=== block 1 ===
File: config.mk
export PLATFORM = sky130hd
export DESIGN_NAME = mem_bus_arbiter
export DESIGN_NICKNAME = d
export VERILOG_FILES = /design/src/rtl/mem_bus_arbiter_pkg.sv /design/src/rtl/bus_timeout_ctr.sv /design/src/rtl/mem_bus_arbiter.sv
export SDC_FILE = /design/constraint.sdc
export NUM_CORES = 1
export LEC_CHECK = 0
export CAP_MARGIN = 20
export CORE_AREA = 2 2 122 124
export DETAILED_ROUTE_END_ITERATION = 6
export DIE_AREA = 0 0 124 126
export GPL_TIMING_DRIVEN = 0
export PLACE_DENSITY = 0.81
export SYNTH_ARGS = -nofsm -noshare
export SYNTH_HDL_FRONTEND = slang
export SYNTH_SLANG_ARGS = --single-unit
File: constraint.sdc
create_clock -name clock -period 2.1 [get_ports clock]
set_clock_uncertainty 0.1 [all_clocks]
set_input_delay 0.315 -clock clock [delete_from_list [all_inputs] [get_ports clock]]
set_output_delay 0.315 -clock clock [all_outputs]
set_load 0.1 [all_outputs]
File: src/rtl/mem_bus_arbiter_pkg.sv
// Shared definitions for the fetch/data memory bus arbiter.
package mem_bus_arbiter_pkg;

    localparam int unsigned BUS_W               = 32;
    localparam int unsigned MAX_DATA_STREAK_DEF = 4;
    localparam int unsigned TIMEOUT_DEF         = 255;
    localparam logic [BUS_W-1:0] NOP_INSTR_DEF  = 32'h0000_0013;

    typedef enum logic [1:0] {
        S_IDLE,
        S_FETCH,
        S_DREAD,
        S_DWRITE
    } bus_state_t;

endpackage

File: src/rtl/bus_timeout_ctr.sv
// Wait-state watchdog: counts access cycles without ready and flags the cycle
// whose increment would reach TIMEOUT.
module bus_timeout_ctr #(
    parameter int unsigned TIMEOUT = 255
) (
    input  logic clock,
    input  logic rst,
    input  logic clr,
    input  logic en,
    output logic tc
);

    localparam logic [7:0] TC_VAL = 8'(TIMEOUT - 1);

    logic [7:0] count;

    always_ff @(posedge clock or negedge rst) begin
        if (!rst) begin
            count <= '0;
        end else if (clr) begin
            count <= '0;
        end else if (en) begin
            count <= count + 8'd1;
        end
    end

    assign tc = en & (count == TC_VAL);

endmodule

File: src/rtl/mem_bus_arbiter.sv
// Arbitrates the single memory bus between instruction fetch and load/store,
// with a data-streak limit against fetch starvation and a bus-hang watchdog.
module mem_bus_arbiter
    import mem_bus_arbiter_pkg::*;
#(
    parameter int unsigned      MAX_DATA_STREAK = MAX_DATA_STREAK_DEF,
    parameter int unsigned      TIMEOUT         = TIMEOUT_DEF,
    parameter logic [BUS_W-1:0] NOP_INSTR       = NOP_INSTR_DEF
) (
    input  logic             clock,
    input  logic             rst,
    input  logic             i_if_req,
    input  logic [BUS_W-1:0] i_if_addr,
    output logic [BUS_W-1:0] o_if_rdata,
    output logic             o_if_valid,
    input  logic             i_d_rd,
    input  logic             i_d_wr,
    input  logic [BUS_W-1:0] i_d_addr,
    input  logic [BUS_W-1:0] i_d_wdat,
    output logic [BUS_W-1:0] o_d_rdata,
    output logic             o_d_valid,
    output logic             o_bus_block,
    output logic [BUS_W-1:0] o_mem_addr,
    output logic [BUS_W-1:0] o_mem_wdat,
    output logic             o_mem_rd,
    output logic             o_mem_wr,
    input  logic [BUS_W-1:0] i_mem_rdat,
    input  logic             i_mem_ready,
    output logic             o_bus_err
);

    localparam logic [3:0] STREAK_MAX = 4'(MAX_DATA_STREAK);

    bus_state_t state;
    logic [3:0] streak;
    logic       data_req;
    logic       in_access;
    logic       tmo;

    assign data_req    = i_d_rd | i_d_wr;
    assign in_access   = (state != S_IDLE);
    assign o_bus_block = rst & data_req & ~o_d_valid;

    bus_timeout_ctr #(.TIMEOUT(TIMEOUT)) u_tmo (
        .clock (clock),
        .rst   (rst),
        .clr   (~in_access),
        .en    (in_access & ~i_mem_ready),
        .tc    (tmo)
    );

    always_ff @(posedge clock or negedge rst) begin
        if (!rst) begin
            state      <= S_IDLE;
            streak     <= '0;
            o_if_rdata <= NOP_INSTR;
            o_if_valid <= 1'b0;
            o_d_rdata  <= '0;
            o_d_valid  <= 1'b0;
            o_mem_addr <= '0;
            o_mem_wdat <= '0;
            o_mem_rd   <= 1'b0;
            o_mem_wr   <= 1'b0;
            o_bus_err  <= 1'b0;
        end else begin
            o_if_valid <= 1'b0;
            o_d_valid  <= 1'b0;
            case (state)
                S_IDLE: begin
                    // Data wins unless a pending fetch has already waited out the streak.
                    if (data_req && (!i_if_req || streak < STREAK_MAX)) begin
                        state      <= i_d_wr ? S_DWRITE : S_DREAD;
                        o_mem_rd   <= ~i_d_wr;
                        o_mem_wr   <= i_d_wr;
                        o_mem_addr <= i_d_addr;
                        o_mem_wdat <= i_d_wdat;
                        streak     <= i_if_req ? streak + 4'd1 : '0;
                    end else if (i_if_req) begin
                        state      <= S_FETCH;
                        o_mem_rd   <= 1'b1;
                        o_mem_addr <= i_if_addr;
                        o_mem_wdat <= '0;
                        streak     <= '0;
                    end
                end
                S_FETCH: begin
                    if (i_mem_ready || tmo) begin
                        o_if_rdata <= i_mem_ready ? i_mem_rdat : NOP_INSTR;
                        o_if_valid <= 1'b1;
                        o_bus_err  <= o_bus_err | ~i_mem_ready;
                        o_mem_rd   <= 1'b0;
                        state      <= S_IDLE;
                    end
                end
                S_DREAD: begin
                    if (i_mem_ready || tmo) begin
                        o_d_rdata <= i_mem_ready ? i_mem_rdat : '0;
                        o_d_valid <= 1'b1;
                        o_bus_err <= o_bus_err | ~i_mem_ready;
                        o_mem_rd  <= 1'b0;
                        state     <= S_IDLE;
                    end
                end
                S_DWRITE: begin
                    if (i_mem_ready || tmo) begin
                        o_d_valid <= 1'b1;
                        o_bus_err <= o_bus_err | ~i_mem_ready;
                        o_mem_wr  <= 1'b0;
                        state     <= S_IDLE;
                    end
                end
                default: state <= S_IDLE;
            endcase
        end
    end

endmodule

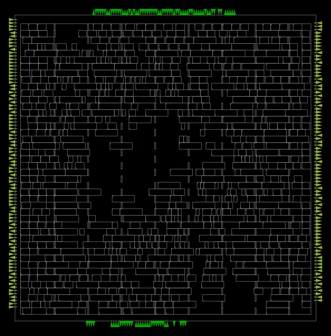
block_1/placed.png
flop share of the area: 0.400
utilization of the core after routing: 0.644
number of tapcells: 184
final standard cell count with taps included and fillers excluded: 939
flip-flop and latch count: 147

==> results.txt <==
flow finished, numbers: cell family contributing the most delay on the critical path=buffers and inverters, proportion of netlist area held by the largest area contributor=0.615, count of inverters not on the clock network in the layout=7, violations in the final reports=negative hold slack, number of antenna violations at the first check in global routing=0, wire length of the first global-routing pass=26,400 microns, cell area after synthesis=between 5000 and 6000 sq um, mean area per synthesized cell=approximately 13 sq um, Critical R2R Capture=o_if_rdata[30], final hold violation count=between 90 and 100, number of nets in the layout=884, area fraction in xor and xnor cells=0.0105, cells along the critical path=dlygate4sd2_1, GRT Overall Usage=0.222, number of vias after detailed routing=a little under 5,000, hold slack=-252 ps, DRC=0, post-CTS setup buffer count=0, run status=finished with violations

=== block 2 ===
`config.mk`:
```
export PLATFORM = sky130hd
export DESIGN_NAME = pmu_seq_ctrl_flat
export DESIGN_NICKNAME = d
export VERILOG_FILES = /design/src/rtl/pmu_seq_ctrl_if.sv /design/src/rtl/pmu_seq_ctrl.sv /design/src/flat_wrapper.sv
export SDC_FILE = /design/constraint.sdc
export NUM_CORES = 1
export LEC_CHECK = 0
export ABC_CLOCK_PERIOD_IN_PS = 2300
export CAP_MARGIN = 20
export CORE_MARGIN = 8
export CORE_UTILIZATION = 55
export CTS_CLUSTER_SIZE = 14
export DETAILED_ROUTE_END_ITERATION = 7
export PLACE_DENSITY = 0.78
export SYNTH_ARGS = -nofsm -noshare
export SYNTH_HDL_FRONTEND = slang
export SYNTH_SLANG_ARGS = --single-unit
```
`constraint.sdc`:
```
create_clock -name C_clk -period 2.3 [get_ports C_clk]
set_input_delay 0.575 -clock C_clk [delete_from_list [all_inputs] [get_ports C_clk]]
set_output_delay 0.575 -clock C_clk [all_outputs]
set_load 0.005 [all_outputs]
```
`src/rtl/pmu_seq_ctrl_if.sv`:
```
// Handshake bundle between the digital control block and the PMU sequencer.
// The master side issues requests and trim writes. The slave side (the sequencer)
// drives the PMU analog control lines and the status flags.
interface pmu_seq_ctrl_if;
  logic       start;
  logic       shutdown;
  logic       trim_load;
  logic [3:0] trim_in;
  logic       DA_test1;
  logic       DA_test2;
  logic       DA_test3;
  logic [3:0] DA_test4;
  logic       busy;
  logic       ready;
  logic       err;

  modport master (
    output start, shutdown, trim_load, trim_in,
    input  DA_test1, DA_test2, DA_test3, DA_test4, busy, ready, err
  );

  modport slave (
    input  start, shutdown, trim_load, trim_in,
    output DA_test1, DA_test2, DA_test3, DA_test4, busy, ready, err
  );
endinterface

```
`src/rtl/pmu_seq_ctrl.sv`:
```
// PMU power-up/power-down sequencer.
// Turns start/shutdown levels into the ordered, minimum-width DA_test1..3 edge
// sequence and owns the DA_test4 trim register. Every output is a flop decoded
// from the state one cycle earlier, so inputs never reach the analog lines
// combinationally.
module pmu_seq_ctrl #(
  parameter int         PULSE1_CYC   = 1024,
  parameter int         GAP1_CYC     = 4,
  parameter int         GAP23_CYC    = 3,
  parameter logic [3:0] TRIM_DEFAULT = 4'h8,
  parameter int         CNT_W        = 16
) (
  input  logic              C_clk,
  input  logic              C_purstb,
  pmu_seq_ctrl_if.slave     bus
);

  typedef enum logic [2:0] {IDLE, P1, G1, EN2, ON, OFF3} state_t;

  // Counter preload values. A zero-length phase is stretched to one cycle.
  localparam logic [CNT_W-1:0] P1_LOAD  = (PULSE1_CYC > 0) ? CNT_W'(PULSE1_CYC - 1) : '0;
  localparam logic [CNT_W-1:0] G1_LOAD  = (GAP1_CYC   > 0) ? CNT_W'(GAP1_CYC - 1)   : '0;
  localparam logic [CNT_W-1:0] G23_LOAD = (GAP23_CYC  > 0) ? CNT_W'(GAP23_CYC - 1)  : '0;

  state_t           state, state_next;
  logic [CNT_W-1:0] cnt, cnt_next;
  logic             sd_latch, sd_latch_next;
  logic [3:0]       trim;
  logic             da1, da2, da3, busy_q, ready_q, err_q;
  logic             da1_d, da2_d, da3_d, busy_d, ready_d;
  logic             trim_ok;
  logic             cnt_done;

  assign cnt_done = (cnt == '0);
  assign trim_ok  = (state == IDLE) || (state == ON);

  // State, phase counter and the P1 shutdown latch.
  always_ff @(posedge C_clk or negedge C_purstb) begin
    if (!C_purstb) begin
      state    <= IDLE;
      cnt      <= '0;
      sd_latch <= 1'b0;
    end else begin
      state    <= state_next;
      cnt      <= cnt_next;
      sd_latch <= sd_latch_next;
    end
  end

  // Next-state logic. The kick pulse is never cut short: a shutdown during P1
  // is only remembered and acted on once the pulse has run its full length.
  always_comb begin
    state_next    = state;
    cnt_next      = cnt;
    sd_latch_next = sd_latch;
    case (state)
      IDLE: begin
        cnt_next      = '0;
        sd_latch_next = 1'b0;
        if (bus.start && !bus.shutdown) begin
          state_next = P1;
          cnt_next   = P1_LOAD;
        end
      end
      P1: begin
        if (bus.shutdown) sd_latch_next = 1'b1;
        if (cnt_done) begin
          sd_latch_next = 1'b0;
          if (sd_latch || bus.shutdown) begin
            state_next = IDLE;
            cnt_next   = '0;
          end else begin
            state_next = G1;
            cnt_next   = G1_LOAD;
          end
        end else begin
          cnt_next = cnt - CNT_W'(1);
        end
      end
      G1: begin
        if (bus.shutdown) begin
          state_next = IDLE;
          cnt_next   = '0;
        end else if (cnt_done) begin
          state_next = EN2;
          cnt_next   = G23_LOAD;
        end else begin
          cnt_next = cnt - CNT_W'(1);
        end
      end
      EN2: begin
        if (bus.shutdown) begin
          state_next = IDLE;
          cnt_next   = '0;
        end else if (cnt_done) begin
          state_next = ON;
          cnt_next   = '0;
        end else begin
          cnt_next = cnt - CNT_W'(1);
        end
      end
      ON: begin
        if (bus.shutdown) begin
          state_next = OFF3;
          cnt_next   = G23_LOAD;
        end
      end
      OFF3: begin
        if (cnt_done) begin
          state_next = IDLE;
          cnt_next   = '0;
        end else begin
          cnt_next = cnt - CNT_W'(1);
        end
      end
      default: begin
        state_next    = IDLE;
        cnt_next      = '0;
        sd_latch_next = 1'b0;
      end
    endcase
  end

  // Output decode from the current state. DA_test3 is released only while fully on.
  always_comb begin
    da1_d   = (state == P1);
    da2_d   = (state == EN2) || (state == ON) || (state == OFF3);
    da3_d   = (state != ON);
    busy_d  = (state == P1) || (state == G1) || (state == EN2) || (state == OFF3);
    ready_d = (state == ON);
  end

  // Output registers holding the analog lines and status flags.
  always_ff @(posedge C_clk or negedge C_purstb) begin
    if (!C_purstb) begin
      da1     <= 1'b0;
      da2     <= 1'b0;
      da3     <= 1'b1;
      busy_q  <= 1'b0;
      ready_q <= 1'b0;
    end else begin
      da1     <= da1_d;
      da2     <= da2_d;
      da3     <= da3_d;
      busy_q  <= busy_d;
      ready_q <= ready_d;
    end
  end

  // Trim register. Writes in the middle of a sequence are dropped and flagged.
  always_ff @(posedge C_clk or negedge C_purstb) begin
    if (!C_purstb) begin
      trim  <= TRIM_DEFAULT;
      err_q <= 1'b0;
    end else begin
      if (bus.trim_load && trim_ok) trim <= bus.trim_in;
      err_q <= bus.trim_load && !trim_ok;
    end
  end

  assign bus.DA_test1 = da1;
  assign bus.DA_test2 = da2;
  assign bus.DA_test3 = da3;
  assign bus.DA_test4 = trim;
  assign bus.busy     = busy_q;
  assign bus.ready    = ready_q;
  assign bus.err      = err_q;

endmodule

```
`src/flat_wrapper.sv`:
```
// flat-port wrapper written by rule: the top's interface ports become plain ports
module pmu_seq_ctrl_flat 
#(
  parameter int         PULSE1_CYC   = 1024,
  parameter int         GAP1_CYC     = 4,
  parameter int         GAP23_CYC    = 3,
  parameter logic [3:0] TRIM_DEFAULT = 4'h8,
  parameter int         CNT_W        = 16
)
  (C_clk, C_purstb, bus_start, bus_shutdown, bus_trim_load, bus_trim_in, bus_DA_test1, bus_DA_test2, bus_DA_test3, bus_DA_test4, bus_busy, bus_ready, bus_err);
  pmu_seq_ctrl_if bus_i ();
  input  logic C_clk;
  input  logic C_purstb;
  input wire logic [$bits(bus_i.start)-1:0] bus_start;
  input wire logic [$bits(bus_i.shutdown)-1:0] bus_shutdown;
  input wire logic [$bits(bus_i.trim_load)-1:0] bus_trim_load;
  input wire logic [$bits(bus_i.trim_in)-1:0] bus_trim_in;
  output wire logic [$bits(bus_i.DA_test1)-1:0] bus_DA_test1;
  output wire logic [$bits(bus_i.DA_test2)-1:0] bus_DA_test2;
  output wire logic [$bits(bus_i.DA_test3)-1:0] bus_DA_test3;
  output wire logic [$bits(bus_i.DA_test4)-1:0] bus_DA_test4;
  output wire logic [$bits(bus_i.busy)-1:0] bus_busy;
  output wire logic [$bits(bus_i.ready)-1:0] bus_ready;
  output wire logic [$bits(bus_i.err)-1:0] bus_err;
  assign bus_i.start = bus_start;
  assign bus_i.shutdown = bus_shutdown;
  assign bus_i.trim_load = bus_trim_load;
  assign bus_i.trim_in = bus_trim_in;
  assign bus_DA_test1 = bus_i.DA_test1;
  assign bus_DA_test2 = bus_i.DA_test2;
  assign bus_DA_test3 = bus_i.DA_test3;
  assign bus_DA_test4 = bus_i.DA_test4;
  assign bus_busy = bus_i.busy;
  assign bus_ready = bus_i.ready;
  assign bus_err = bus_i.err;
  pmu_seq_ctrl #(.PULSE1_CYC(PULSE1_CYC), .GAP1_CYC(GAP1_CYC), .GAP23_CYC(GAP23_CYC), .TRIM_DEFAULT(TRIM_DEFAULT), .CNT_W(CNT_W)) u_core (.C_clk(C_clk), .C_purstb(C_purstb), .bus(bus_i));
endmodule
```
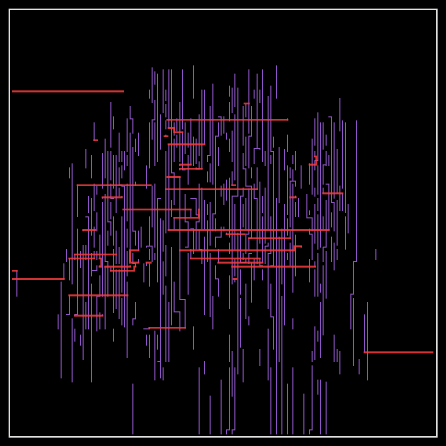
block_2/layers.png
(6 px per micron) Two of the layers only.
M3: marked red, wire length 271 microns. M2: marked purple, wire length 2,250 microns.

==> results.txt <==
flow finished, numbers: Avg WL per Cell=17.8 microns, largest combinational cell category by area=simple AND/OR/NAND/NOR gates, group with the largest share of power=combinational cells, clk latency of the worst-skew pair=340 ps, number of buffers added to fix hold violations after cts=0, placeable core area=roughly 3000 sq um, chip area=5040 sq um, post-layout instance area=2000 sq um, multiplexer share of the synthesized area=0.0331, leading post-synthesis cells by cell area=sky130_fd_sc_hd__dfrtp_1 42%, sky130_fd_sc_hd__o211ai_1 5.4%, sky130_fd_sc_hd__a31oi_1 3.8%, sky130_fd_sc_hd__nand4_1 3.8%, sky130_fd_sc_hd__dfstp_2 3.2%, flip-flop count of the largest register, all copies and words added=16, clk_buf instances=5, DRC=0, cell-internal power=~1.4 mW, tool warnings=26, Vert. Die Dim=slightly above 70 microns, drt first-iter violations=151, area share of buffers outside the clock network=0.145, Setup Total Neg Slack=0 ps, most frequent logic cell in the layout=sky130_fd_sc_hd__dfrtp_1, count of inverters not on the clock network in the layout=13, post-CTS setup buffer count=0, total number of cells along the worst setup path=1, post-synthesis share of cell area spent on and, or, nand and nor gates=0.249, horizontal die size=between 70 and 80 microns, run status=finished clean, Worst Setup Slack post-DPL=120 ps, utilization of the core after routing=0.676, critical setup path kind=reg -> out, flip-flop and latch count=30, sequential element share of the synthesized area=0.453, launching element type of the critical path=flop, max_slew headroom=0.701, area taken by flip-flops and latches=753 sq um, Critical Path Slowest Stage Cell=sky130_fd_sc_hd__dfstp_2, met1 demand-to-capacity share in global routing=0.191, final hold violation count=0

=== block 3 ===
$ cat config.mk
export PLATFORM = sky130hd
export DESIGN_NAME = cifra_bloco_iterativa
export DESIGN_NICKNAME = d
export VERILOG_FILES = /design/src/rtl/cifra_pkg.sv /design/src/rtl/rodada_cifra.sv /design/src/rtl/cifra_bloco_iterativa.sv
export SDC_FILE = /design/constraint.sdc
export NUM_CORES = 2
export LEC_CHECK = 0
export CORE_AREA = 2 2 658 660
export CTS_BUF_LIST = sky130_fd_sc_hd__clkbuf_8
export CTS_CLUSTER_DIAMETER = 120
export DETAILED_ROUTE_END_ITERATION = 7
export DIE_AREA = 0 0 660 662
export HOLD_SLACK_MARGIN = 0.1
export PLACE_DENSITY = 0.42
export SYNTH_ARGS = -nofsm -noshare
export SYNTH_HDL_FRONTEND = slang
export SYNTH_SLANG_ARGS = --single-unit
$ cat constraint.sdc
create_clock -name clk -period 12.1 [get_ports clk]
set_input_delay 1.21 -clock clk [delete_from_list [all_inputs] [get_ports clk]]
set_output_delay 1.21 -clock clk [all_outputs]
set_load 0.02 [all_outputs]
$ cat src/rtl/cifra_pkg.sv
// Shared definitions for the iterative AES-128 forward cipher: S-box, GF(2^8) helper,
// FSM encoding and the block-state type.
package cifra_pkg;

  localparam int NUM_RODADAS = 10;
  localparam int LARG_BLOCO  = 128;

  typedef logic [LARG_BLOCO-1:0] estado_t;

  typedef enum logic [3:0] {
    OCIOSO = 4'd0,
    RODADA = 4'd1,
    PRONTO = 4'd2
  } fsm_t;

  // Entry 0 sits in the top byte, so entry x starts at bit 8*(255-x)+7 = {~x, 3'b111}.
  localparam logic [2047:0] SBOX_TAB = {
    128'h637c777bf26b6fc53001672bfed7ab76,
    128'hca82c97dfa5947f0add4a2af9ca472c0,
    128'hb7fd9326363ff7cc34a5e5f171d83115,
    128'h04c723c31896059a071280e2eb27b275,
    128'h09832c1a1b6e5aa0523bd6b329e32f84,
    128'h53d100ed20fcb15b6acbbe394a4c58cf,
    128'hd0efaafb434d338545f9027f503c9fa8,
    128'h51a3408f929d38f5bcb6da2110fff3d2,
    128'hcd0c13ec5f974417c4a77e3d645d1973,
    128'h60814fdc222a908846eeb814de5e0bdb,
    128'he0323a0a4906245cc2d3ac629195e479,
    128'he7c8376d8dd54ea96c56f4ea657aae08,
    128'hba78252e1ca6b4c6e8dd741f4bbd8b8a,
    128'h703eb5664803f60e613557b986c11d9e,
    128'he1f8981169d98e949b1e87e9ce5528df,
    128'h8ca1890dbfe6426841992d0fb054bb16
  };

  function automatic logic [7:0] sbox(input logic [7:0] x);
    return SBOX_TAB[{~x, 3'b111} -: 8];
  endfunction

  function automatic logic [7:0] xtime(input logic [7:0] a);
    return {a[6:0], 1'b0} ^ (a[7] ? 8'h1b : 8'h00);
  endfunction

endpackage

$ cat src/rtl/rodada_cifra.sv
// One combinational AES encryption round: SubBytes, ShiftRows, MixColumns
// (bypassed on the last round) and AddRoundKey.
module rodada_cifra
  import cifra_pkg::*;
(
  input  estado_t estado,
  input  estado_t chave_rodada,
  input  logic    ultima,
  output estado_t resultado
);

  logic [7:0] sb [16];
  logic [7:0] sr [16];
  logic [7:0] mc [16];

  for (genvar i = 0; i < 16; i++) begin : g_sub
    assign sb[i] = sbox(estado[127-8*i -: 8]);
  end

  // Byte i is row i%4, column i/4; row r rotates left by r columns.
  for (genvar c = 0; c < 4; c++) begin : g_col
    logic [7:0] a0, a1, a2, a3;

    for (genvar r = 0; r < 4; r++) begin : g_lin
      assign sr[4*c+r] = sb[4*((c+r)%4)+r];
    end

    assign a0 = sr[4*c];
    assign a1 = sr[4*c+1];
    assign a2 = sr[4*c+2];
    assign a3 = sr[4*c+3];

    assign mc[4*c]   = xtime(a0) ^ xtime(a1) ^ a1 ^ a2 ^ a3;
    assign mc[4*c+1] = a0 ^ xtime(a1) ^ xtime(a2) ^ a2 ^ a3;
    assign mc[4*c+2] = a0 ^ a1 ^ xtime(a2) ^ xtime(a3) ^ a3;
    assign mc[4*c+3] = xtime(a0) ^ a0 ^ a1 ^ a2 ^ xtime(a3);
  end

  for (genvar i = 0; i < 16; i++) begin : g_ark
    assign resultado[127-8*i -: 8] = (ultima ? sr[i] : mc[i]) ^ chave_rodada[127-8*i -: 8];
  end

endmodule

$ cat src/rtl/cifra_bloco_iterativa.sv
// Iterative AES-128 encryption engine, one round per clock, valid/ready on both sides.
// Build option CIFRA_CAPTURA_CHAVE_EN: register the key schedule on accept.
//
// state  | meaning
// OCIOSO | idle, entrada_pronta=1, waiting for a block
// RODADA | applying rounds 1..10, one per clock
// PRONTO | ciphertext on saida, waiting for saida_pronta
module cifra_bloco_iterativa
  import cifra_pkg::*;
(
  input  logic          clk,
  input  logic          rst_n,
  input  logic          entrada_valida,
  output logic          entrada_pronta,
  input  logic [127:0]  bloco,
  input  logic [1407:0] chave_expandida,
  output logic          saida_valida,
  input  logic          saida_pronta,
  output logic [127:0]  saida
);

  fsm_t          estado_q, estado_d;
  estado_t       reg_estado, resultado, chave_rodada;
  logic [3:0]    contador;
  logic          ultima, aceita;
  logic [1279:0] chaves_fonte;
  logic [127:0]  chave_k [16];

  assign aceita = entrada_valida && entrada_pronta;

`ifdef CIFRA_CAPTURA_CHAVE_EN
  // Round key 0 is consumed at the accept edge, so only keys 1..10 are held.
  logic [1279:0] chave_q;

  always_ff @(posedge clk or negedge rst_n) begin
    if (!rst_n)      chave_q <= '0;
    else if (aceita) chave_q <= chave_expandida[1279:0];
  end

  assign chaves_fonte = chave_q;
`else
  assign chaves_fonte = chave_expandida[1279:0];
`endif

  for (genvar k = 0; k < 16; k++) begin : g_chave
    if (k >= 1 && k <= NUM_RODADAS) begin : g_val
      assign chave_k[k] = chaves_fonte[1279-128*(k-1) -: 128];
    end else begin : g_nulo
      assign chave_k[k] = '0;
    end
  end

  assign chave_rodada = chave_k[contador];
  assign ultima       = (contador == 4'(NUM_RODADAS));

  rodada_cifra u_rodada (
    .estado       (reg_estado),
    .chave_rodada (chave_rodada),
    .ultima       (ultima),
    .resultado    (resultado)
  );

  always_comb begin
    estado_d       = estado_q;
    entrada_pronta = 1'b0;
    saida_valida   = 1'b0;
    case (estado_q)
      OCIOSO: begin
        entrada_pronta = 1'b1;
        if (entrada_valida) estado_d = RODADA;
      end
      RODADA: if (ultima) estado_d = PRONTO;
      PRONTO: begin
        saida_valida = 1'b1;
        if (saida_pronta) estado_d = OCIOSO;
      end
      default: estado_d = OCIOSO;
    endcase
  end

  always_ff @(posedge clk or negedge rst_n) begin
    if (!rst_n) estado_q <= OCIOSO;
    else        estado_q <= estado_d;
  end

  always_ff @(posedge clk or negedge rst_n) begin
    if (!rst_n) begin
      reg_estado <= '0;
      contador   <= '0;
      saida      <= '0;
    end else begin
      case (estado_q)
        OCIOSO: if (entrada_valida) begin
          reg_estado <= bloco ^ chave_expandida[1407 -: 128];
          contador   <= 4'd1;
        end
        RODADA: begin
          reg_estado <= resultado;
          if (ultima) begin
            saida    <= resultado;
            contador <= '0;
          end else begin
            contador <= contador + 4'd1;
          end
        end
        default: ;
      endcase
    end
  end

endmodule

==> results.txt <==
flow finished, numbers: DRC=2, cells along the critical path=buf_4 -> clkinv_1 -> ha_1 -> nor2b_1 -> nor2b_1 -> mux4_2 -> o221ai_1 -> o311ai_2 -> xor2_1 -> xnor3_1 -> xnor3_1 -> mux2i_1 -> xnor2_1 -> o21ai_0, run status=finished with violations, total count of max-transition violations in the final report=0, biggest area consumer among cell classes=combinational gates, Worst Setup Slack post-DPL=approximately 6000 ps, total routed wire length on the met1 layer=321,000 microns, most used cells in the layout excluding fill and tap cells=1,668 x sky130_fd_sc_hd__clkdlybuf4s50_1, 945 x sky130_fd_sc_hd__a21oi_1, 938 x sky130_fd_sc_hd__nor2_1, post-synthesis share of cell area spent on and, or, nand and nor gates=0.221, yosys-reported design area after synthesis=84,300 sq um, clk latency of the worst-skew pair=950 ps, multiplexer share of the synthesized area=0.140, routed wl met2=365,000 microns, Critical Path End Type=flop, maximum buffer depth of the clock tree=4, Synthesized registers=262, Slew @ Worst Pin=1440 ps, area used by multi-input combinational logic=71,100 sq um, violations in the final reports=design-rule violations, data required time at the worst endpoint=12,810 ps, floorplan utilization=0.196, largest registers ranked by flip-flop count=reg_estado (128), saida (128), contador (4)
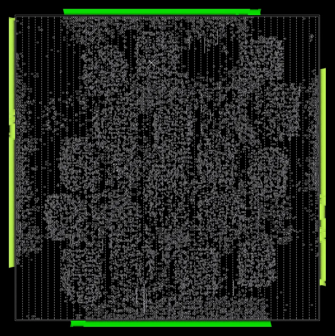
block_3/placed.png
final standard cell count with taps included and fillers excluded: 18,676
number of fillers in the final layout: 48,124
FP Rows: 241
flip-flop and latch count: 262
placeable core area: 430,000 sq um

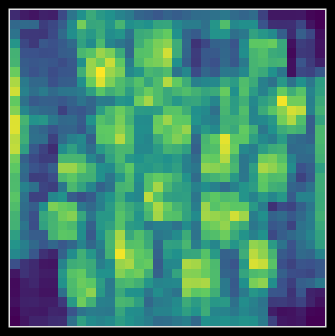
block_3/route_heat.png
The die is cut into 33 by 33 equal tiles; dark purple is low, yellow is high, scaled to the fullest tile. Values are wire area over tile area, all layers added.
48% of the tiles are over half the peak. The fullest tile reaches 0.71. 0.80% of the tiles are nearly empty. The mean over all tiles is 0.35.
Avg WL per Cell: 45.8 microns
GRT Overall Usage: 0.372
number of vias after detailed routing: 113,484


=== block 4 ===
block_4/placed.png
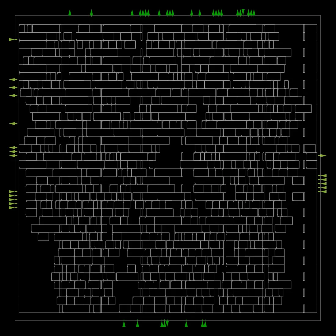
block_4/gates.png
(4 px per micron)
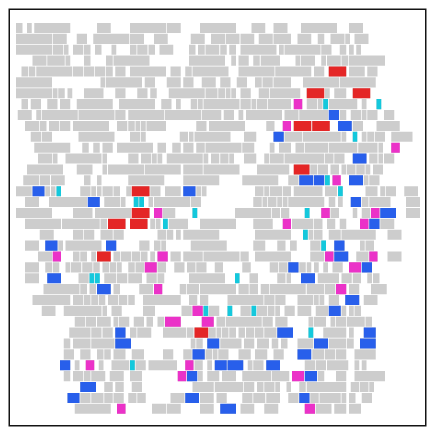
block_4/layers.png
(4 px per micron) Two of the layers only.
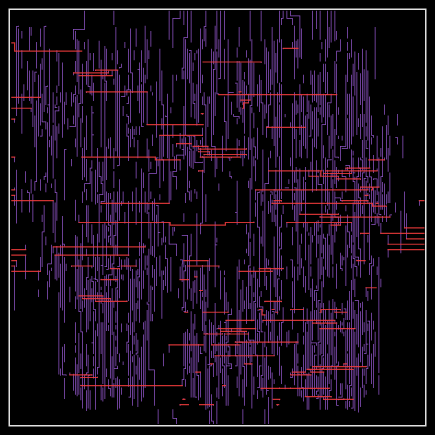
## src/rtl/number_scan_display.sv

```systemverilog
// rtl/number_scan_display.sv - sequential multi-digit seven-segment driver reusing one number_display
// Optional feature macro: NUMBER_SCAN_ZERO_EN (input 0 commits the digit-0 pattern in slot 0)

module number_display #(
   parameter int NUMBER_WIDTH = 16
) (
   input  logic [NUMBER_WIDTH-1:0] i_number,
   output logic [6:0]              o_segments,
   output logic [NUMBER_WIDTH-1:0] o_remaining
);

   logic [NUMBER_WIDTH-1:0] w_digit;

   // A zero input is an empty digit, which is what blanks the leading positions.
   always_comb begin
      w_digit     = i_number % NUMBER_WIDTH'(10);
      o_remaining = i_number / NUMBER_WIDTH'(10);
      o_segments  = 7'h00;
      if (i_number != '0) begin
         case (w_digit)
            NUMBER_WIDTH'(0): o_segments = 7'h3F;
            NUMBER_WIDTH'(1): o_segments = 7'h0C;
            NUMBER_WIDTH'(2): o_segments = 7'h76;
            NUMBER_WIDTH'(3): o_segments = 7'h5E;
            NUMBER_WIDTH'(4): o_segments = 7'h4D;
            NUMBER_WIDTH'(5): o_segments = 7'h5B;
            NUMBER_WIDTH'(6): o_segments = 7'h7B;
            NUMBER_WIDTH'(7): o_segments = 7'h0E;
            NUMBER_WIDTH'(8): o_segments = 7'h7F;
            NUMBER_WIDTH'(9): o_segments = 7'h5F;
            default:          o_segments = 7'h00;
         endcase
      end
   end

endmodule

module number_scan_display #(
   parameter int NUMBER_WIDTH = 16,
   parameter int DIGITS       = 4
) (
   input  logic                    clk,
   input  logic                    rst_n,
   input  logic [NUMBER_WIDTH-1:0] number_in,
   input  logic                    start,
   output logic                    busy,
   output logic                    done,
   output logic [7*DIGITS-1:0]     segments,
   output logic                    overflow
);

   localparam int IDX_W = (DIGITS > 1) ? $clog2(DIGITS) : 1;

   typedef enum logic [1:0] {
      S_IDLE,
      S_SCAN,
      S_DONE
   } state_t;

   state_t                  r_state;
   state_t                  w_next;
   logic [NUMBER_WIDTH-1:0] r_cur;
   logic [IDX_W-1:0]        r_idx;
   logic [7*DIGITS-1:0]     r_shadow;
   logic [7*DIGITS-1:0]     r_segments;
   logic                    r_overflow;

   logic [6:0]              w_seg;
   logic [6:0]              w_seg_cap;
   logic [NUMBER_WIDTH-1:0] w_remaining;
   logic [7*DIGITS-1:0]     w_shadow_next;
   logic                    w_last;

   number_display #(
      .NUMBER_WIDTH (NUMBER_WIDTH)
   ) u_digit (
      .i_number    (r_cur),
      .o_segments  (w_seg),
      .o_remaining (w_remaining)
   );

`ifdef NUMBER_SCAN_ZERO_EN
   // cur is only zero at slot 0 when the latched value itself was zero.
   assign w_seg_cap = ((r_idx == '0) && (r_cur == '0)) ? 7'h3F : w_seg;
`else
   assign w_seg_cap = w_seg;
`endif

   assign w_last = (r_idx == IDX_W'(DIGITS - 1));

   // Shadow with the current slot already replaced, so the commit sees the final digit too.
   always_comb begin
      w_shadow_next = r_shadow;
      for (int i = 0; i < DIGITS; i++) begin
         if (r_idx == IDX_W'(i)) begin
            w_shadow_next[7*i +: 7] = w_seg_cap;
         end
      end
   end

   always_comb begin
      w_next = r_state;
      case (r_state)
         S_IDLE:  if (start) w_next = S_SCAN;
         S_SCAN:  if (w_last) w_next = S_DONE;
         S_DONE:  w_next = S_IDLE;
         default: w_next = S_IDLE;
      endcase
   end

   always_ff @(posedge clk or negedge rst_n) begin
      if (!rst_n) begin
         r_state <= S_IDLE;
      end else begin
         r_state <= w_next;
      end
   end

   always_ff @(posedge clk or negedge rst_n) begin
      if (!rst_n) begin
         r_cur      <= '0;
         r_idx      <= '0;
         r_shadow   <= '0;
         r_segments <= '0;
         r_overflow <= 1'b0;
      end else begin
         case (r_state)
            S_IDLE: begin
               if (start) begin
                  r_cur <= number_in;
                  r_idx <= '0;
               end
            end
            S_SCAN: begin
               r_shadow <= w_shadow_next;
               r_cur    <= w_remaining;
               r_idx    <= r_idx + IDX_W'(1);
               if (w_last) begin
                  r_segments <= w_shadow_next;
                  r_overflow <= (w_remaining != '0);
               end
            end
            default: ;
         endcase
      end
   end

   assign busy     = (r_state == S_SCAN);
   assign done     = (r_state == S_DONE);
   assign segments = r_segments;
   assign overflow = r_overflow;

endmodule
```

## config.mk

```make
export PLATFORM = sky130hd
export DESIGN_NAME = number_scan_display
export DESIGN_NICKNAME = d
export VERILOG_FILES = /design/src/rtl/number_scan_display.sv
export SDC_FILE = /design/constraint.sdc
export NUM_CORES = 1
export LEC_CHECK = 0
export CAP_MARGIN = 20
export CORE_UTILIZATION = 53
export CTS_CLUSTER_SIZE = 28
export DETAILED_ROUTE_END_ITERATION = 6
export GPL_TIMING_DRIVEN = 1
export PLACE_DENSITY = 0.75
export SYNTH_ARGS = -nofsm -noshare
export SYNTH_HDL_FRONTEND = slang
export SYNTH_SLANG_ARGS = --single-unit
```

## constraint.sdc

```tcl
create_clock -name clk -period 6.2 [get_ports clk]
set_input_delay 1.24 -clock clk [delete_from_list [all_inputs] [get_ports clk]]
set_output_delay 1.24 -clock clk [all_outputs]
set_load 0.05 [all_outputs]
```

==> results.txt <==
flow finished, numbers: run status=finished clean, data required time at the worst endpoint=6390 ps, count of inserted antenna diode cells=0, FP Rows=36, MI comb cells=~480, number of failing setup endpoints in the final timing report=0, biggest area consumer among cell classes=combinational gates, maximum buffer depth of the clock tree=2, leading cell types by count after synthesis=70 x sky130_fd_sc_hd__dfrtp_1, 64 x sky130_fd_sc_hd__nand2_1, 39 x sky130_fd_sc_hd__nor2_1, 37 x sky130_fd_sc_hd__clkbuf_1, 36 x sky130_fd_sc_hd__o21ai_0, clock sink count=70, Critical Path End Type=flop, number of standard cells after synthesis=629, post-layout instance area=6680 sq um, area share of buffers outside the clock network=0.146, bufs w/o clock=around 110, delay contributed by the slowest stage of the critical path=roughly 470 ps, total routed wire length on the met1 layer=6790 microns, clk_skew=12.4 ps, placed insts=785, capturing instance or port of the critical path=segments[10], cell accounting for the most synthesized area=sky130_fd_sc_hd__dfrtp_1, clk_buf instances=9
About block_4/placed.png:
final standard cell count with taps included and fillers excluded: 827
placeable core area: 9910 sq um
number of tapcells: 133

About block_4/gates.png:
and/or cells: marked magenta, cells 26. fa/ha/maj cells: marked red, cells 12. non-inverting ao/oa cells: marked blue, cells 44. inv cells: marked cyan, cells 21.

About block_4/layers.png:
M3: marked red, wire length 897 microns. M2: marked purple, wire length 7,330 microns.
number of vias after detailed routing: 5,340
Avg WL per Cell: 18.6 microns
Total Wirelength: 15,300 microns


=== block 5 ===
block_5/closeup.png
Region (41, 31) to (71, 61) microns. Cells in gray, sequential cells in the stronger gray; small squares are vias.
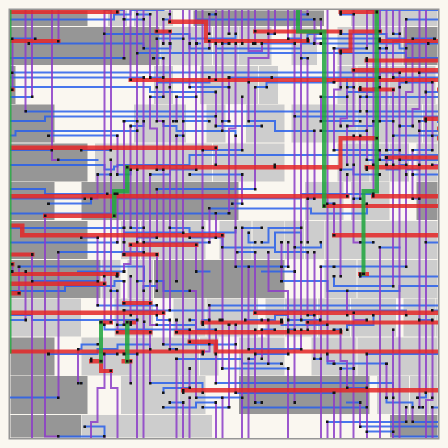
block_5/gates.png
(3 px per micron)
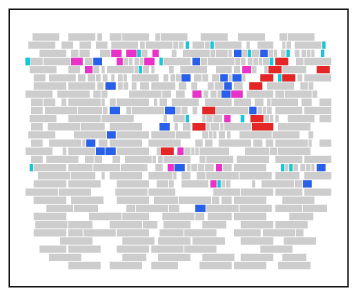
block_5/route_heat.png
(2 px per micron) The die is cut into 22 by 18 equal tiles; dark purple is low, yellow is high, scaled to the fullest tile. Values are wire area over tile area, all layers added.
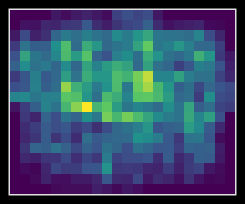
==> src/rtl/seq_pkg.sv <==
// Shared definitions for the instruction sequencer: opcodes, control-word
// bit positions, trap causes and FSM state encoding.
package seq_pkg;

  // Opcode field values (instruction bits [15:10])
  localparam logic [5:0] OP_BRZ = 6'h00;
  localparam logic [5:0] OP_BRN = 6'h01;
  localparam logic [5:0] OP_BRC = 6'h02;
  localparam logic [5:0] OP_BRO = 6'h03;
  localparam logic [5:0] OP_LD  = 6'h04;
  localparam logic [5:0] OP_ST  = 6'h05;
  localparam logic [5:0] OP_BRA = 6'h06;
  localparam logic [5:0] OP_JMP = 6'h07;
  localparam logic [5:0] OP_RET = 6'h08;
  localparam logic [5:0] OP_ADD = 6'h09;
  localparam logic [5:0] OP_MOV = 6'h0A;
  localparam logic [5:0] OP_SUB = 6'h0B;
  localparam logic [5:0] OP_INC = 6'h0C;
  localparam logic [5:0] OP_DEC = 6'h0D;

  // Control-word bit positions as returned by the control unit
  localparam int CB_NEXT = 7;
  localparam int CB_BR   = 6;
  localparam int CB_ALU  = 5;
  localparam int CB_LSE  = 4;
  localparam int CB_LDM  = 3;
  localparam int CB_LACC = 2;
  localparam int CB_ABS  = 1;
  localparam int CB_SPO  = 0;

  // The CU answers all-ones for opcodes it does not recognise
  localparam logic [7:0] CW_ILLEGAL = 8'hFF;

  typedef enum logic [1:0] {
    TRAP_NONE      = 2'b00,
    TRAP_ILLEGAL   = 2'b01,
    TRAP_OVERFLOW  = 2'b10,
    TRAP_UNDERFLOW = 2'b11
  } trap_t;

  typedef enum logic [1:0] {
    ST_FETCH  = 2'b00,
    ST_DECODE = 2'b01,
    ST_EXEC   = 2'b10,
    ST_TRAP   = 2'b11
  } state_t;

  // A control word is unusable if it is the illegal marker or lacks "next"
  function automatic logic cw_is_illegal(input logic [7:0] cw);
    return (cw == CW_ILLEGAL) || (cw[CB_NEXT] == 1'b0);
  endfunction

endpackage

==> src/rtl/ret_stack.sv <==
// Hardware return stack: DEPTH x W LIFO used by jmp/ret.
// Push and pop are never requested in the same cycle by the sequencer;
// an ignored push when full or pop when empty leaves the stack unchanged.
module ret_stack #(
  parameter int DEPTH = 8,
  parameter int W     = 10
) (
  input  logic         clk,
  input  logic         rst,
  input  logic         push,
  input  logic         pop,
  input  logic [W-1:0] din,
  output logic [W-1:0] top,
  output logic         full,
  output logic         empty
);

  localparam int AW = $clog2(DEPTH);
  localparam logic [AW:0] FULL_CNT = DEPTH[AW:0];

  logic [W-1:0]  mem_r [DEPTH];
  logic [AW:0]   cnt_r;
  logic [AW-1:0] top_idx_s;

  assign full      = (cnt_r == FULL_CNT);
  assign empty     = (cnt_r == {(AW+1){1'b0}});
  assign top_idx_s = cnt_r[AW-1:0] - AW'(1);
  assign top       = mem_r[top_idx_s];

  // Occupancy count: grows on accepted push, shrinks on accepted pop
  always_ff @(posedge clk or posedge rst) begin
    if (rst) begin
      cnt_r <= {(AW+1){1'b0}};
    end else if (push && !full) begin
      cnt_r <= cnt_r + (AW+1)'(1);
    end else if (pop && !empty) begin
      cnt_r <= cnt_r - (AW+1)'(1);
    end else begin
      cnt_r <= cnt_r;
    end
  end

  // Storage: write the pushed return address into the next free slot
  always_ff @(posedge clk) begin
    if (push && !full) begin
      mem_r[cnt_r[AW-1:0]] <= din;
    end
  end

endmodule

==> src/rtl/instr_sequencer.sv <==
// Fetch/issue sequencer: fetches an instruction, hands its opcode to the
// control unit, then issues one cycle of execute strobes and updates the PC
// (sequential, branch, call/return). Faults park the block in TRAP.
module instr_sequencer
  import seq_pkg::*;
#(
  parameter int PC_W     = 10,
  parameter int RS_DEPTH = 8,
  parameter int CU_LAT   = 1
) (
  input  logic            clk,
  input  logic            rst,
  output logic [PC_W-1:0] imem_addr,
  output logic            imem_req,
  input  logic [15:0]     imem_rdata,
  input  logic            imem_valid,
  output logic [5:0]      op_code,
  input  logic [7:0]      ctrl_word,
  input  logic            flag_z,
  input  logic            flag_n,
  input  logic            flag_c,
  input  logic            flag_v,
  output logic [PC_W-1:0] operand,
  output logic            alu_start,
  output logic            load_en,
  output logic            store_en,
  output logic            acc_we,
  output logic [PC_W-1:0] pc,
  output logic            halted,
  output logic [1:0]      trap_cause
);

  // Last DECODE count before the control word is sampled
  localparam logic [1:0] CNT_LAST = 2'(CU_LAT - 1);

  state_t          state_r;
  logic [1:0]      cnt_r;
  logic            br_r;

  logic [PC_W-1:0] pc_inc_s;
  logic [PC_W-1:0] next_pc_s;
  logic            push_s;
  logic            pop_s;
  logic            exec_trap_s;
  trap_t           exec_cause_s;
  logic [PC_W-1:0] rs_top_s;
  logic            rs_full_s;
  logic            rs_empty_s;

  assign imem_addr = pc;

  ret_stack #(
    .DEPTH (RS_DEPTH),
    .W     (PC_W)
  ) u_ret_stack (
    .clk   (clk),
    .rst   (rst),
    .push  (push_s),
    .pop   (pop_s),
    .din   (pc_inc_s),
    .top   (rs_top_s),
    .full  (rs_full_s),
    .empty (rs_empty_s)
  );

  // Next-PC, stack requests and execute-time faults; flags only matter in EXEC
  always_comb begin
    pc_inc_s     = pc + PC_W'(1);
    next_pc_s    = pc_inc_s;
    push_s       = 1'b0;
    pop_s        = 1'b0;
    exec_trap_s  = 1'b0;
    exec_cause_s = TRAP_NONE;
    if ((state_r == ST_EXEC) && br_r) begin
      case (op_code)
        OP_BRZ: if (flag_z) next_pc_s = operand; else next_pc_s = pc_inc_s;
        OP_BRN: if (flag_n) next_pc_s = operand; else next_pc_s = pc_inc_s;
        OP_BRC: if (flag_c) next_pc_s = operand; else next_pc_s = pc_inc_s;
        OP_BRO: if (flag_v) next_pc_s = operand; else next_pc_s = pc_inc_s;
        OP_BRA: next_pc_s = operand;
        OP_JMP: begin
          if (rs_full_s) begin
            exec_trap_s  = 1'b1;
            exec_cause_s = TRAP_OVERFLOW;
            next_pc_s    = pc;
          end else begin
            push_s    = 1'b1;
            next_pc_s = operand;
          end
        end
        OP_RET: begin
          if (rs_empty_s) begin
            exec_trap_s  = 1'b1;
            exec_cause_s = TRAP_UNDERFLOW;
            next_pc_s    = pc;
          end else begin
            pop_s     = 1'b1;
            next_pc_s = rs_top_s;
          end
        end
        default: next_pc_s = pc_inc_s;
      endcase
    end else begin
      next_pc_s = pc_inc_s;
    end
  end

  // Sequencer FSM with registered fetch, opcode, strobe and status outputs
  always_ff @(posedge clk or posedge rst) begin
    if (rst) begin
      state_r    <= ST_FETCH;
      cnt_r      <= 2'd0;
      br_r       <= 1'b0;
      pc         <= '0;
      imem_req   <= 1'b0;
      op_code    <= 6'd0;
      operand    <= '0;
      alu_start  <= 1'b0;
      load_en    <= 1'b0;
      store_en   <= 1'b0;
      acc_we     <= 1'b0;
      halted     <= 1'b0;
      trap_cause <= TRAP_NONE;
    end else begin
      case (state_r)
        ST_FETCH: begin
          if (!imem_req) begin
            imem_req <= 1'b1;
          end else if (imem_valid) begin
            op_code  <= imem_rdata[15:10];
            operand  <= imem_rdata[PC_W-1:0];
            imem_req <= 1'b0;
            cnt_r    <= 2'd0;
            state_r  <= ST_DECODE;
          end else begin
            imem_req <= 1'b1;
          end
        end
        ST_DECODE: begin
          if (cnt_r == CNT_LAST) begin
            if (cw_is_illegal(ctrl_word)) begin
              halted     <= 1'b1;
              trap_cause <= TRAP_ILLEGAL;
              state_r    <= ST_TRAP;
            end else begin
              br_r      <= ctrl_word[CB_BR];
              alu_start <= ctrl_word[CB_ALU];
              load_en   <= ctrl_word[CB_LSE] & ctrl_word[CB_LDM];
              store_en  <= (op_code == OP_ST);
              acc_we    <= ctrl_word[CB_LACC];
              state_r   <= ST_EXEC;
            end
          end else begin
            cnt_r <= cnt_r + 2'd1;
          end
        end
        ST_EXEC: begin
          alu_start <= 1'b0;
          load_en   <= 1'b0;
          store_en  <= 1'b0;
          acc_we    <= 1'b0;
          if (exec_trap_s) begin
            halted     <= 1'b1;
            trap_cause <= exec_cause_s;
            state_r    <= ST_TRAP;
          end else begin
            pc       <= next_pc_s;
            imem_req <= 1'b1;
            state_r  <= ST_FETCH;
          end
        end
        ST_TRAP: begin
          halted    <= 1'b1;
          imem_req  <= 1'b0;
          alu_start <= 1'b0;
          load_en   <= 1'b0;
          store_en  <= 1'b0;
          acc_we    <= 1'b0;
        end
        default: begin
          halted     <= 1'b1;
          imem_req   <= 1'b0;
          trap_cause <= TRAP_ILLEGAL;
          state_r    <= ST_TRAP;
        end
      endcase
    end
  end

endmodule

==> config.mk <==
export PLATFORM = sky130hd
export DESIGN_NAME = instr_sequencer
export DESIGN_NICKNAME = d
export VERILOG_FILES = /design/src/rtl/seq_pkg.sv /design/src/rtl/ret_stack.sv /design/src/rtl/instr_sequencer.sv
export SDC_FILE = /design/constraint.sdc
export NUM_CORES = 1
export LEC_CHECK = 0
export CAP_MARGIN = 10
export CORE_ASPECT_RATIO = 0.8
export CORE_MARGIN = 5
export CORE_UTILIZATION = 68
export DETAILED_ROUTE_END_ITERATION = 8
export DONT_BUFFER_PORTS = 1
export PLACE_DENSITY = 0.84
export SLEW_MARGIN = 30
export SYNTH_ARGS = -nofsm -noshare
export SYNTH_HDL_FRONTEND = slang
export SYNTH_SLANG_ARGS = --single-unit
==> constraint.sdc <==
create_clock -name clk -period 5.33 [get_ports clk]
set_input_delay 0.7995 -clock clk [delete_from_list [all_inputs] [get_ports clk]]
set_output_delay 0.7995 -clock clk [all_outputs]
set_load 0.02 [all_outputs]
==> results.txt <==
flow finished, numbers: placeable core area=between 8000 and 9000 sq um, wire length of the first global-routing pass=21,000 microns, drt first-iter violations=414, total met3 wirelength after detailed routing=about 1400 microns, cell area after synthesis=5710 sq um, number of fillers in the final layout=455, max_slew headroom=0.349, leakage=2.32 nW, Reg2Reg Depth=7, combinational-cell power consumption=0.642 mW, FP Rows=29, leading cell types by count after synthesis=80 x sky130_fd_sc_hd__edfxtp_1, 43 x sky130_fd_sc_hd__dfrtp_1, 24 x sky130_fd_sc_hd__nand2_1, 24 x sky130_fd_sc_hd__nor2_1, clk_skew=10.4 ps, most used standard cell by instance count after synthesis=sky130_fd_sc_hd__edfxtp_1, Register-to-Register Setup Slack=1570 ps, Slew @ Worst Pin=976 ps, cell-internal power=2.19 mW, biggest area consumer among cell classes=flip-flops and latches, number of standard cells reported by yosys=between 400 and 500, Critical Path End Type=flop, met1 demand-to-capacity share in global routing=0.369, flip-flop count of the largest register, all copies and words added=80, Synthesized registers=~120, Setup Total Neg Slack=0 ps, Clock net power=1.10 mW, tool warnings=30, total overflow reported by the global router=0, worst vdd rail ir drop=0.412 mV, mean area per synthesized cell=14.0 sq um, chip area=between 10,000 and 15,000 sq um, data required time at the worst endpoint=about 5700 ps, run status=finished clean, Clk network pwr share=0.327, post-layout instance area=6360 sq um, number of standard cells after synthesis=408, horizontal die size=112 microns, post-synthesis adder-cell area fraction=0.0254, clk slew on worst S/H paths=~60 ps, number of distinct library cells after synthesis=roughly 56
About block_5/closeup.png:
M1: marked blue. M4: marked green. M3: marked red. M2: marked purple.
Netlist names of flops here include imem_addr (3), u_ret_stack.mem_r (2). 61 logic cells have their middle in the window. Sequential cells in the window: 5. Most frequent: nand2_1 (8), nor2_1 (5), nor2_2 (4).

About block_5/gates.png:
inv cells: marked cyan, cells 18. fa/ha/maj cells: marked red, cells 11, where north-east. and/or cells: marked magenta, cells 15. non-inverting ao/oa cells: marked blue, cells 22.
final standard cell count with taps included and fillers excluded: 527
most frequent logic cell in the layout: sky130_fd_sc_hd__edfxtp_1
multi-input logic portion of the cell area: 0.323

About block_5/route_heat.png:
12% of the tiles are nearly empty. The densest ninth of the die: center. The mean over all tiles is 0.22.



## Gallery

Metal layers overlaid.
image #1
(1 px per micron) Two of the layers only.
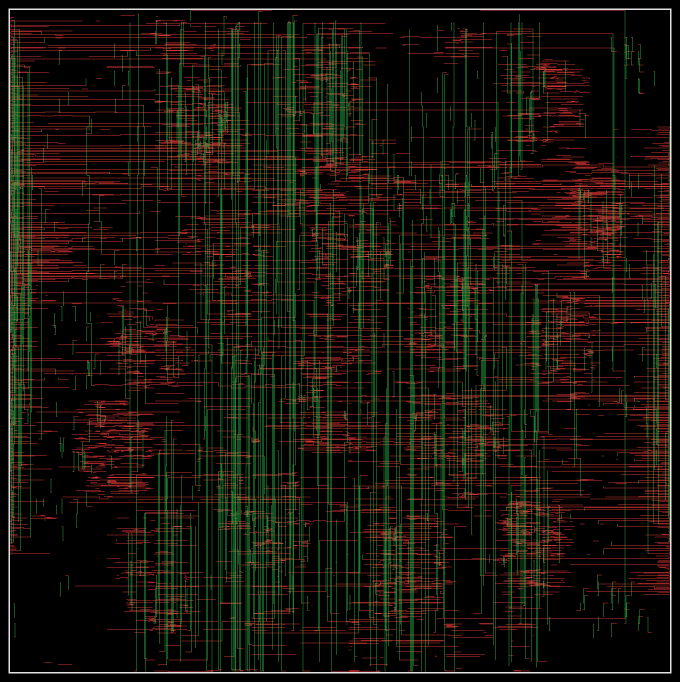
image #2
(3 px per micron) Two of the layers only.
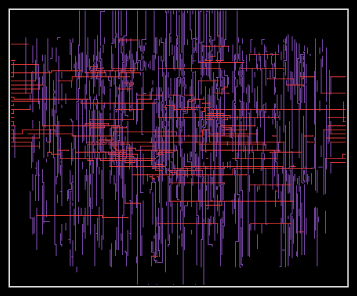
image #3
(3 px per micron) Two of the layers only.
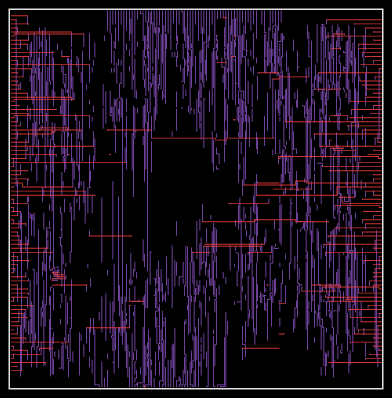
- most wire: image #1
- least wire: image #2
- image #3 = block 1
- image #2 = block 5
- image #1 = block 3

Key to image #1:
M3: marked red, wire length 90.3 mm. M4: marked green, wire length 77.5 mm.

Power figures rest on the tool's default switching activity, not on a simulated workload.
